######## spi_cmd_ctrl ########
[src/rtl/spi_cmd_ctrl_pkg.sv]
// Shared types for the SPI command controller: the command byte encoding,
// the decoder states and a width helper.
package spi_cmd_pkg;

  typedef enum logic [7:0] {
    SET_ST     = 8'h2a,
    SET_ST_ALL = 8'h2b,
    SET_GT     = 8'h2c,
    CH_SEL     = 8'h2d,
    REG_RD     = 8'h3a,
    CLR_ERR    = 8'h3f
  } cmd_t;

  typedef enum logic [1:0] {
    IDLE,
    GT_WR,
    CH_WR,
    RD
  } state_t;

  // Index width that never collapses to zero bits for a single entry.
  function automatic int unsigned clog2_min1(input int unsigned n);
    return (n > 1) ? $clog2(n) : 1;
  endfunction

endpackage

[src/rtl/spi_cmd_ctrl_gt_shift_reg.sv]
// Gate-time byte assembler: shifts bytes in MSB first, counts them, and
// flags the byte that completes a full gate time.
module gt_shift_reg
  import spi_cmd_pkg::*;
#(
  parameter  int unsigned GT_BYTES = 2,
  localparam int unsigned GT_W     = 8 * GT_BYTES
) (
  input  logic            clk_i,
  input  logic            rst_i,
  input  logic            clr_i,
  input  logic            shift_i,
  input  logic [7:0]      byte_i,
  output logic            done_c,
  output logic [GT_W-1:0] value_c
);

  localparam int unsigned CNT_W = clog2_min1(GT_BYTES);

  logic [GT_W-1:0]  stage_q, stage_d;
  logic [CNT_W-1:0] cnt_q, cnt_d;

  // Low GT_W bits of {stage, byte} are the staging word after one more shift.
  assign value_c = GT_W'({stage_q, byte_i});
  assign done_c  = shift_i && (cnt_q == CNT_W'(GT_BYTES - 1));

  always_comb begin
    stage_d = stage_q;
    cnt_d   = cnt_q;
    if (clr_i) begin
      stage_d = '0;
      cnt_d   = '0;
    end else if (shift_i) begin
      if (done_c) begin
        stage_d = '0;
        cnt_d   = '0;
      end else begin
        stage_d = value_c;
        cnt_d   = cnt_q + CNT_W'(1);
      end
    end
  end

  always_ff @(posedge clk_i) begin
    if (rst_i) begin
      stage_q <= '0;
      cnt_q   <= '0;
    end else begin
      stage_q <= stage_d;
      cnt_q   <= cnt_d;
    end
  end

endmodule

[src/rtl/spi_cmd_ctrl.sv]
// SPI command decoder: turns command/data bytes from the SPI slave into
// per-channel gate starts, gate times, channel select and readback address.
module spi_cmd_ctrl
  import spi_cmd_pkg::*;
#(
  parameter  int unsigned CH_NUM   = 4,
  parameter  int unsigned GT_BYTES = 2,
  parameter  int unsigned REG_NUM  = 6,
  parameter  int unsigned REG_AW   = 3,
  localparam int unsigned GT_W     = 8 * GT_BYTES,
  localparam int unsigned CH_W     = clog2_min1(CH_NUM)
) (
  input  logic                   clk_i,
  input  logic                   rst_i,
  input  logic                   dc_i,
  input  logic                   spi_byte_vld_i,
  input  logic [7:0]             spi_byte_data_i,
  input  logic [CH_NUM-1:0]      gate_busy_i,
  output logic [CH_NUM-1:0]      gate_st_o,
  output logic [CH_NUM*GT_W-1:0] gate_time_o,
  output logic [CH_W-1:0]        ch_sel_o,
  output logic [REG_AW-1:0]      reg_rd_addr_o,
  output logic                   cmd_err_o
);

  state_t                  state_q, state_d;
  logic [CH_NUM-1:0]       gate_st_q, gate_st_d;
  logic [CH_NUM*GT_W-1:0]  gate_time_q, gate_time_d;
  logic [CH_W-1:0]         ch_sel_q, ch_sel_d;
  logic [REG_AW-1:0]       rd_addr_q, rd_addr_d;
  logic                    err_q, err_d;

  logic                    cmd_vld_c;
  logic                    gt_shift_c;
  logic                    gt_done_c;
  logic [GT_W-1:0]         gt_value_c;

  assign cmd_vld_c  = spi_byte_vld_i && !dc_i;
  assign gt_shift_c = spi_byte_vld_i && dc_i && (state_q == GT_WR);

  // Any command abandons a partially received gate time.
  gt_shift_reg #(
    .GT_BYTES (GT_BYTES)
  ) u_gt_shift_reg (
    .clk_i   (clk_i),
    .rst_i   (rst_i),
    .clr_i   (cmd_vld_c),
    .shift_i (gt_shift_c),
    .byte_i  (spi_byte_data_i),
    .done_c  (gt_done_c),
    .value_c (gt_value_c)
  );

  always_comb begin
    state_d     = state_q;
    gate_st_d   = '0;
    gate_time_d = gate_time_q;
    ch_sel_d    = ch_sel_q;
    rd_addr_d   = rd_addr_q;
    err_d       = err_q;

    if (cmd_vld_c) begin
      state_d = IDLE;
      case (spi_byte_data_i)
        SET_ST: begin
          if (gate_busy_i[ch_sel_q]) err_d = 1'b1;
          else                       gate_st_d[ch_sel_q] = 1'b1;
        end
        SET_ST_ALL: begin
          gate_st_d = ~gate_busy_i;
          if (|gate_busy_i) err_d = 1'b1;
        end
        SET_GT:  state_d = GT_WR;
        CH_SEL:  state_d = CH_WR;
        REG_RD: begin
          rd_addr_d = '0;
          state_d   = RD;
        end
        CLR_ERR: err_d = 1'b0;
        default: state_d = IDLE;
      endcase
    end else if (spi_byte_vld_i) begin
      case (state_q)
        GT_WR: begin
          if (gt_done_c) begin
            gate_time_d[int'(ch_sel_q)*GT_W +: GT_W] = gt_value_c;
            state_d = IDLE;
          end
        end
        CH_WR: begin
          if (spi_byte_data_i < 8'(CH_NUM)) ch_sel_d = CH_W'(spi_byte_data_i);
          else                              err_d    = 1'b1;
          state_d = IDLE;
        end
        RD: begin
          rd_addr_d = (rd_addr_q == REG_AW'(REG_NUM - 1)) ? '0
                                                          : rd_addr_q + REG_AW'(1);
        end
        default: state_d = IDLE;
      endcase
    end
  end

  always_ff @(posedge clk_i) begin
    if (rst_i) begin
      state_q     <= IDLE;
      gate_st_q   <= '0;
      gate_time_q <= '0;
      ch_sel_q    <= '0;
      rd_addr_q   <= '0;
      err_q       <= 1'b0;
    end else begin
      state_q     <= state_d;
      gate_st_q   <= gate_st_d;
      gate_time_q <= gate_time_d;
      ch_sel_q    <= ch_sel_d;
      rd_addr_q   <= rd_addr_d;
      err_q       <= err_d;
    end
  end

  assign gate_st_o     = gate_st_q;
  assign gate_time_o   = gate_time_q;
  assign ch_sel_o      = ch_sel_q;
  assign reg_rd_addr_o = rd_addr_q;
  assign cmd_err_o     = err_q;

endmodule

[config.mk]
export PLATFORM = sky130hd
export DESIGN_NAME = spi_cmd_ctrl
export DESIGN_NICKNAME = d
export VERILOG_FILES = /design/src/rtl/spi_cmd_ctrl_pkg.sv /design/src/rtl/spi_cmd_ctrl_gt_shift_reg.sv /design/src/rtl/spi_cmd_ctrl.sv
export SDC_FILE = /design/constraint.sdc
export NUM_CORES = 1
export LEC_CHECK = 0
export CORE_MARGIN = 2
export CORE_UTILIZATION = 49
export DETAILED_ROUTE_END_ITERATION = 10
export PLACE_DENSITY_LB_ADDON = 0.08
export SLEW_MARGIN = 5
export SYNTH_ARGS = -nofsm -noshare
export SYNTH_HDL_FRONTEND = slang
export SYNTH_HIERARCHICAL = 1
export SYNTH_SLANG_ARGS = --single-unit
[constraint.sdc]
create_clock -name clk_i -period 2.3 [get_ports clk_i]
set_input_delay 0.23 -clock clk_i [delete_from_list [all_inputs] [get_ports clk_i]]
set_output_delay 0.23 -clock clk_i [all_outputs]
set_load 0.01 [all_outputs]
spi_cmd_ctrl, sequential cells grouped by signal name:
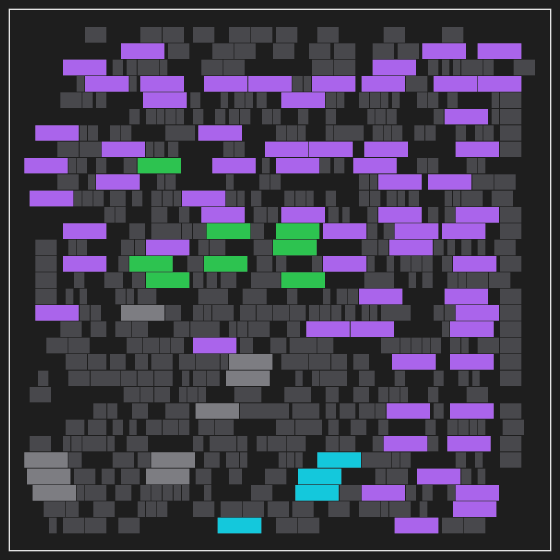
- gate_time_o: purple (placed flops 64; where widely spread)
- u_gt_shift_reg/stage_q: green (placed flops 8; where centre)
- gate_st_o: cyan (placed flops 4; where south)

==> run_results.csv <==
group,metric,value,unit
status,status,"finished clean",
grt,groute.layer.met3.usage,4.359,%
worst_setup_path,slowest_delay,530,ps
min_path,hp-class,"input port to register",
synth,dominant_register_cell,"sky130_fd_sc_hd__dfxtp_1",
synth,area_leaders,"sky130_fd_sc_hd__dfxtp_1 (47%), sky130_fd_sc_hd__a21oi_1 (11%), sky130_fd_sc_hd__nand3_1 (9.6%)",
floorplanning,core_area,7176,sq um
floorplanning,floorplan.tapcells,99,
synth,floorplan.nets,446,
power_and_ir_drop,comb_power_share,4.6,%
power_and_ir_drop,peakVddDrop,0.0003610,V
final_timing,final_critical_path_setup_slack,421.0,ps
final_layout,nNonClkInverters,6,
final_timing,rsz_0062_raised_after_global_routing,"no",
final_layout,layout.cell_area.non_filler,4743,sq um
clock_tree,clkSlewWorstSetupHoldPaths,90,ps
min_path,hold_path_depth,2,
-- cell families (layout without fill, tap and decap cells) --
group	Yosys count	count (layout)	share of synthesized area (%)
adder cells (fa/ha/maj)	5	5	1.734
multiplexers	4	4	1.456
buffers and inverters	42	136	7.420
XOR/XNOR	1	1	0.2428
AND-OR/OR-AND	89	89	13.38
AND/OR/NAND/NOR	199	199	28.61
flip-flops	85	85	47.16
-- registers in the layout, summed over array words and instances, names as in the netlist --
register	count
gate_time_o	64
u_gt_shift_reg/stage_q	8
gate_st_o	4
reg_rd_addr_o	3
ch_sel_o	2
state_q	2
cmd_err_o	1
u_gt_shift_reg/cnt_q	1

######## logic16_pipe ########
`src/rtl/logic16_pipe.sv`:
```
// Purpose: pipelined bitwise logic unit (NOT/AND/OR/XOR, their complements, PASS a) over WIDTH-bit operands.
// Latency: LATENCY cycles from presentation to out_valid; full throughput of 1 result/cycle with out_ready=1.
// Backpressure: global stall; in_ready = !out_valid | out_ready, and every stage freezes while that is 0.
//
// Ports:
//   clk, reset            rising-edge clock, synchronous active-high reset
//   in_valid/in_ready     input handshake for in_a, in_b, in_op
//   out_valid/out_ready   output handshake for out
//   out_zr, out_ng        result==0 and result sign bit; present only when LOGIC16_PIPE_FLAGS_EN is defined
// Opcodes: 000 ~a, 001 a&b, 010 a|b, 011 a^b, 100 ~(a&b), 101 ~(a|b), 110 ~(a^b), 111 a.
module logic16_pipe #(
    parameter int WIDTH   = 16,
    parameter int LATENCY = 2
) (
    input  logic             clk,
    input  logic             reset,
    input  logic             in_valid,
    output logic             in_ready,
    input  logic [WIDTH-1:0] in_a,
    input  logic [WIDTH-1:0] in_b,
    input  logic [2:0]       in_op,
    output logic             out_valid,
    input  logic             out_ready,
`ifdef LOGIC16_PIPE_FLAGS_EN
    output logic             out_zr,
    output logic             out_ng,
`endif
    output logic [WIDTH-1:0] out
);

    generate
        if (LATENCY < 1 || LATENCY > 4) begin : g_bad_latency
            $error("logic16_pipe: LATENCY must be in 1..4");
        end
    endgenerate

    logic             advance;
    logic [WIDTH-1:0] fn_dat;

    logic [LATENCY-1:0] vld_q;
    logic [WIDTH-1:0]   dat_q [LATENCY];

    // Bubbles are not collapsed: the whole pipe moves or the whole pipe holds.
    assign advance  = !out_valid || out_ready;
    assign in_ready = advance;

    always_comb begin
        fn_dat = '0;
        case (in_op)
            3'b000:  fn_dat = ~in_a;
            3'b001:  fn_dat = in_a & in_b;
            3'b010:  fn_dat = in_a | in_b;
            3'b011:  fn_dat = in_a ^ in_b;
            3'b100:  fn_dat = ~(in_a & in_b);
            3'b101:  fn_dat = ~(in_a | in_b);
            3'b110:  fn_dat = ~(in_a ^ in_b);
            default: fn_dat = in_a;
        endcase
    end

`ifdef LOGIC16_PIPE_FLAGS_EN
    logic               fn_zr;
    logic               fn_ng;
    logic [LATENCY-1:0] zr_q;
    logic [LATENCY-1:0] ng_q;

    assign fn_zr = (fn_dat == '0);
    assign fn_ng = fn_dat[WIDTH-1];
`endif

    // Stage 0 captures the computed function; later stages are plain delay.
    genvar s;
    generate
        for (s = 0; s < LATENCY; s++) begin : g_stage
            if (s == 0) begin : g_first
                always_ff @(posedge clk) begin
                    if (reset) begin
                        vld_q[0] <= 1'b0;
                        dat_q[0] <= '0;
`ifdef LOGIC16_PIPE_FLAGS_EN
                        zr_q[0]  <= 1'b0;
                        ng_q[0]  <= 1'b0;
`endif
                    end else if (advance) begin
                        vld_q[0] <= in_valid;
                        dat_q[0] <= fn_dat;
`ifdef LOGIC16_PIPE_FLAGS_EN
                        zr_q[0]  <= fn_zr;
                        ng_q[0]  <= fn_ng;
`endif
                    end
                end
            end else begin : g_delay
                always_ff @(posedge clk) begin
                    if (reset) begin
                        vld_q[s] <= 1'b0;
                        dat_q[s] <= '0;
`ifdef LOGIC16_PIPE_FLAGS_EN
                        zr_q[s]  <= 1'b0;
                        ng_q[s]  <= 1'b0;
`endif
                    end else if (advance) begin
                        vld_q[s] <= vld_q[s-1];
                        dat_q[s] <= dat_q[s-1];
`ifdef LOGIC16_PIPE_FLAGS_EN
                        zr_q[s]  <= zr_q[s-1];
                        ng_q[s]  <= ng_q[s-1];
`endif
                    end
                end
            end
        end
    endgenerate

    assign out_valid = vld_q[LATENCY-1];
    assign out       = dat_q[LATENCY-1];
`ifdef LOGIC16_PIPE_FLAGS_EN
    assign out_zr    = zr_q[LATENCY-1];
    assign out_ng    = ng_q[LATENCY-1];
`endif

endmodule

```
`config.mk`:
```
export PLATFORM = sky130hd
export DESIGN_NAME = logic16_pipe
export DESIGN_NICKNAME = d
export VERILOG_FILES = /design/src/rtl/logic16_pipe.sv
export SDC_FILE = /design/constraint.sdc
export NUM_CORES = 1
export LEC_CHECK = 0
export ABC_AREA = 1
export CORE_MARGIN = 5
export CORE_UTILIZATION = 54
export DETAILED_ROUTE_END_ITERATION = 16
export PLACE_DENSITY = 0.87
export REMOVE_ABC_BUFFERS = 1
export SKIP_CTS_REPAIR_TIMING = 1
export SYNTH_ARGS = -nofsm -noshare
export SYNTH_HDL_FRONTEND = slang
export SYNTH_SLANG_ARGS = --single-unit
```
`constraint.sdc`:
```
create_clock -name clk -period 2 [get_ports clk]
set_clock_uncertainty 0.2 [all_clocks]
set_input_delay 0.2 -clock clk [delete_from_list [all_inputs] [get_ports clk]]
set_output_delay 0.2 -clock clk [all_outputs]
set_load 0.01 [all_outputs]
```
logic16_pipe, cell classes on the final placement:
Fill, decap, tap and diode cells in grey.
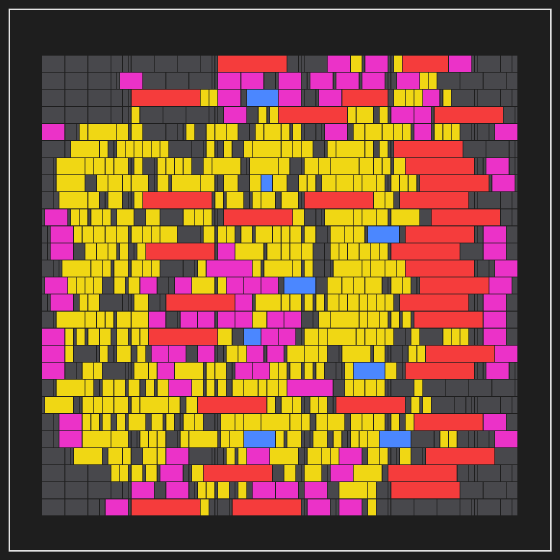
- remaining buffers and delay cells: magenta (cells 85; share of their area 21%)
- clock drivers and dummy loads: blue (cells 8; share of their area 2.5%)
- remaining logic cells: yellow (cells 372; share of their area 51%)
- sequential cells: red (cells 34; share of their area 26%)

logic16_pipe, port wiring:
The bar under the picture is 20 um long.
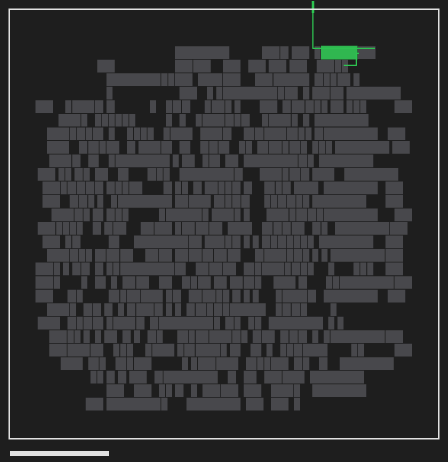
- out_valid: green (bits 1; direction output; end cells 1; buffers 1; wire 25.2 um)

logic16_pipe, routed clock nets over the placement:
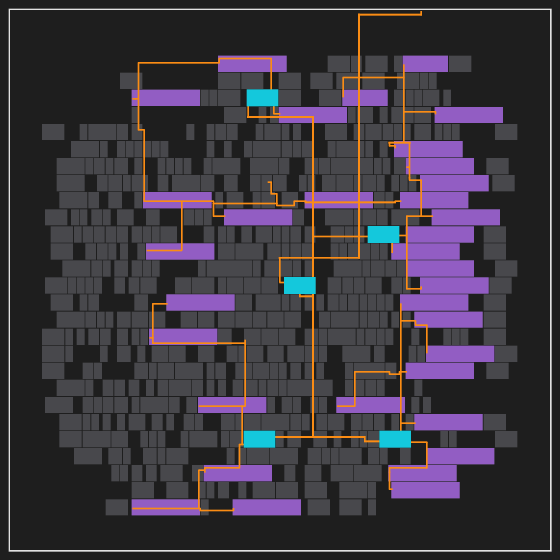
- clock wires: orange (length 520 um)
- flip-flops: purple (count 34)
- clock-net drivers: cyan (count 5)
- routed clock nets: 6
clock latency on the worst-skew pair: 300 ps
clock network fraction of design power: 27.5%
power of the clock network: 0.556 mW

==> run_results.csv <==
group,metric,value,unit
final_timing,timing_max_transition_violations_final,0,
worst_setup_path,timing.critical_path.max_delay_family,"buffers and inverters",
final_timing,timing.final.hold_violations,0,
final_layout,comb-cell-share,41.48,%
worst_setup_path,critical_path.slowest_cell,"sky130_fd_sc_hd__clkdlybuf4s50_1",
final_layout,num-fill-cells,429,
power_and_ir_drop,netSwitchingFraction,30.54,%
min_path,hold_path_startpoint,"vld_q[0]",
final_layout,non_clock_buffer_area_share,20.33,%
synth,netlist.top_cell.by_instances,"sky130_fd_sc_hd__inv_1",
floorplanning,fp_util,56.09,%
detailed_routing,drc_errors,0,
synth,flip_flops_with_a_built_in_enable,32,
status,status,"finished clean",
clock_tree,clkSinkCount,34,
synth,topCombFamilyByArea,"simple AND/OR/NAND/NOR gates",
synth,synth.mux.area_fraction,0,%
floorplanning,floorplan.tapcells,72,
detailed_routing,detail_route.wirelength,8071,um
floorplanning,rows,27,
detailed_routing,num_vias,3179,
floorplanning,chip_area,7412,sq um
detailed_routing,dr.first_iter.drc_count,345,
grt,global_route.usage.total,22.82,%
clock_tree,clock_tree.buffer_depth,2,
final_timing,final_critical_path_setup_slack,202.9,ps
final_layout,largest-register,"dat_q",
final_timing,setup-tns-final,0,ps
power_and_ir_drop,comb_power_share,29.2,%
synth,synth_xor_xnor_area_share,0,%
power_and_ir_drop,total_power,2.019,mW
synth,synth.yosys.warnings,0,
clock_tree,clkSlewWorstSetupHoldPaths,70,ps
run,tool_warnings,41,
worst_setup_path,cp_capture_type,"register",
synth,yosysSeqAreaShare,32.01,%
final_layout,post_layout_nonfiller_instances,571,
final_layout,layout.clock.cell_area_share,2.407,%
synth,synthDominantCellAreaShare,30.73,%
worst_setup_path,timing.critical_path.cells,"clkdlybuf4s50_1 -> nor2_2 -> buf_4 -> nand3b_1 -> nand2_1 -> nor2_1 -> a21oi_1",
worst_setup_path,reg2reg_start,"out_valid",
detailed_routing,met3_wire_len,554,um
worst_setup_path,critical_path_required,1850,ps
power_and_ir_drop,p_int,1.403,mW
place,postPlaceCellArea,3856,sq um
## cell usage in the layout (no fill, tap or decap), types with 27 or more instances in the layout
master	count
sky130_fd_sc_hd__edfxtp_1	32
sky130_fd_sc_hd__ha_1	32
sky130_fd_sc_hd__nand4_1	34
sky130_fd_sc_hd__buf_4	27
sky130_fd_sc_hd__nand3_1	45
sky130_fd_sc_hd__nand2_1	56
sky130_fd_sc_hd__clkdlybuf4s50_1	56
sky130_fd_sc_hd__nor2_1	50
sky130_fd_sc_hd__inv_1	84
sky130_fd_sc_hd__o21ai_0	32


## Gallery

Congestion heat map.
Plate I
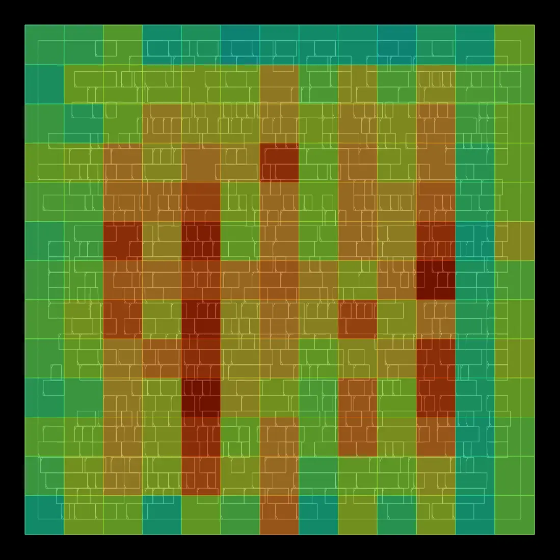
Plate II
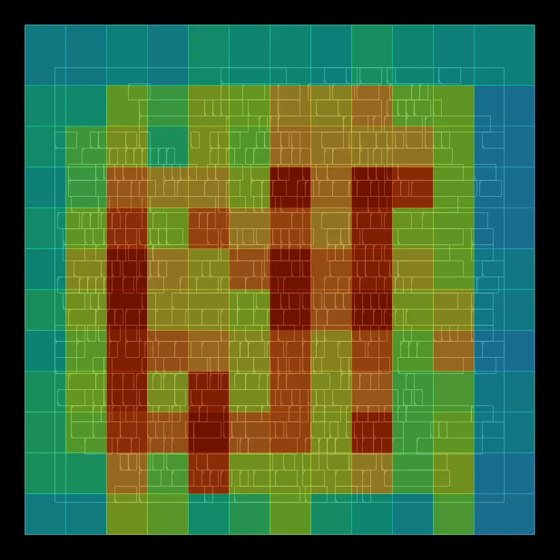
- Plate II = logic16_pipe
- Plate I = spi_cmd_ctrl

No activity file was given, so power comes from the tool's default toggle rates.
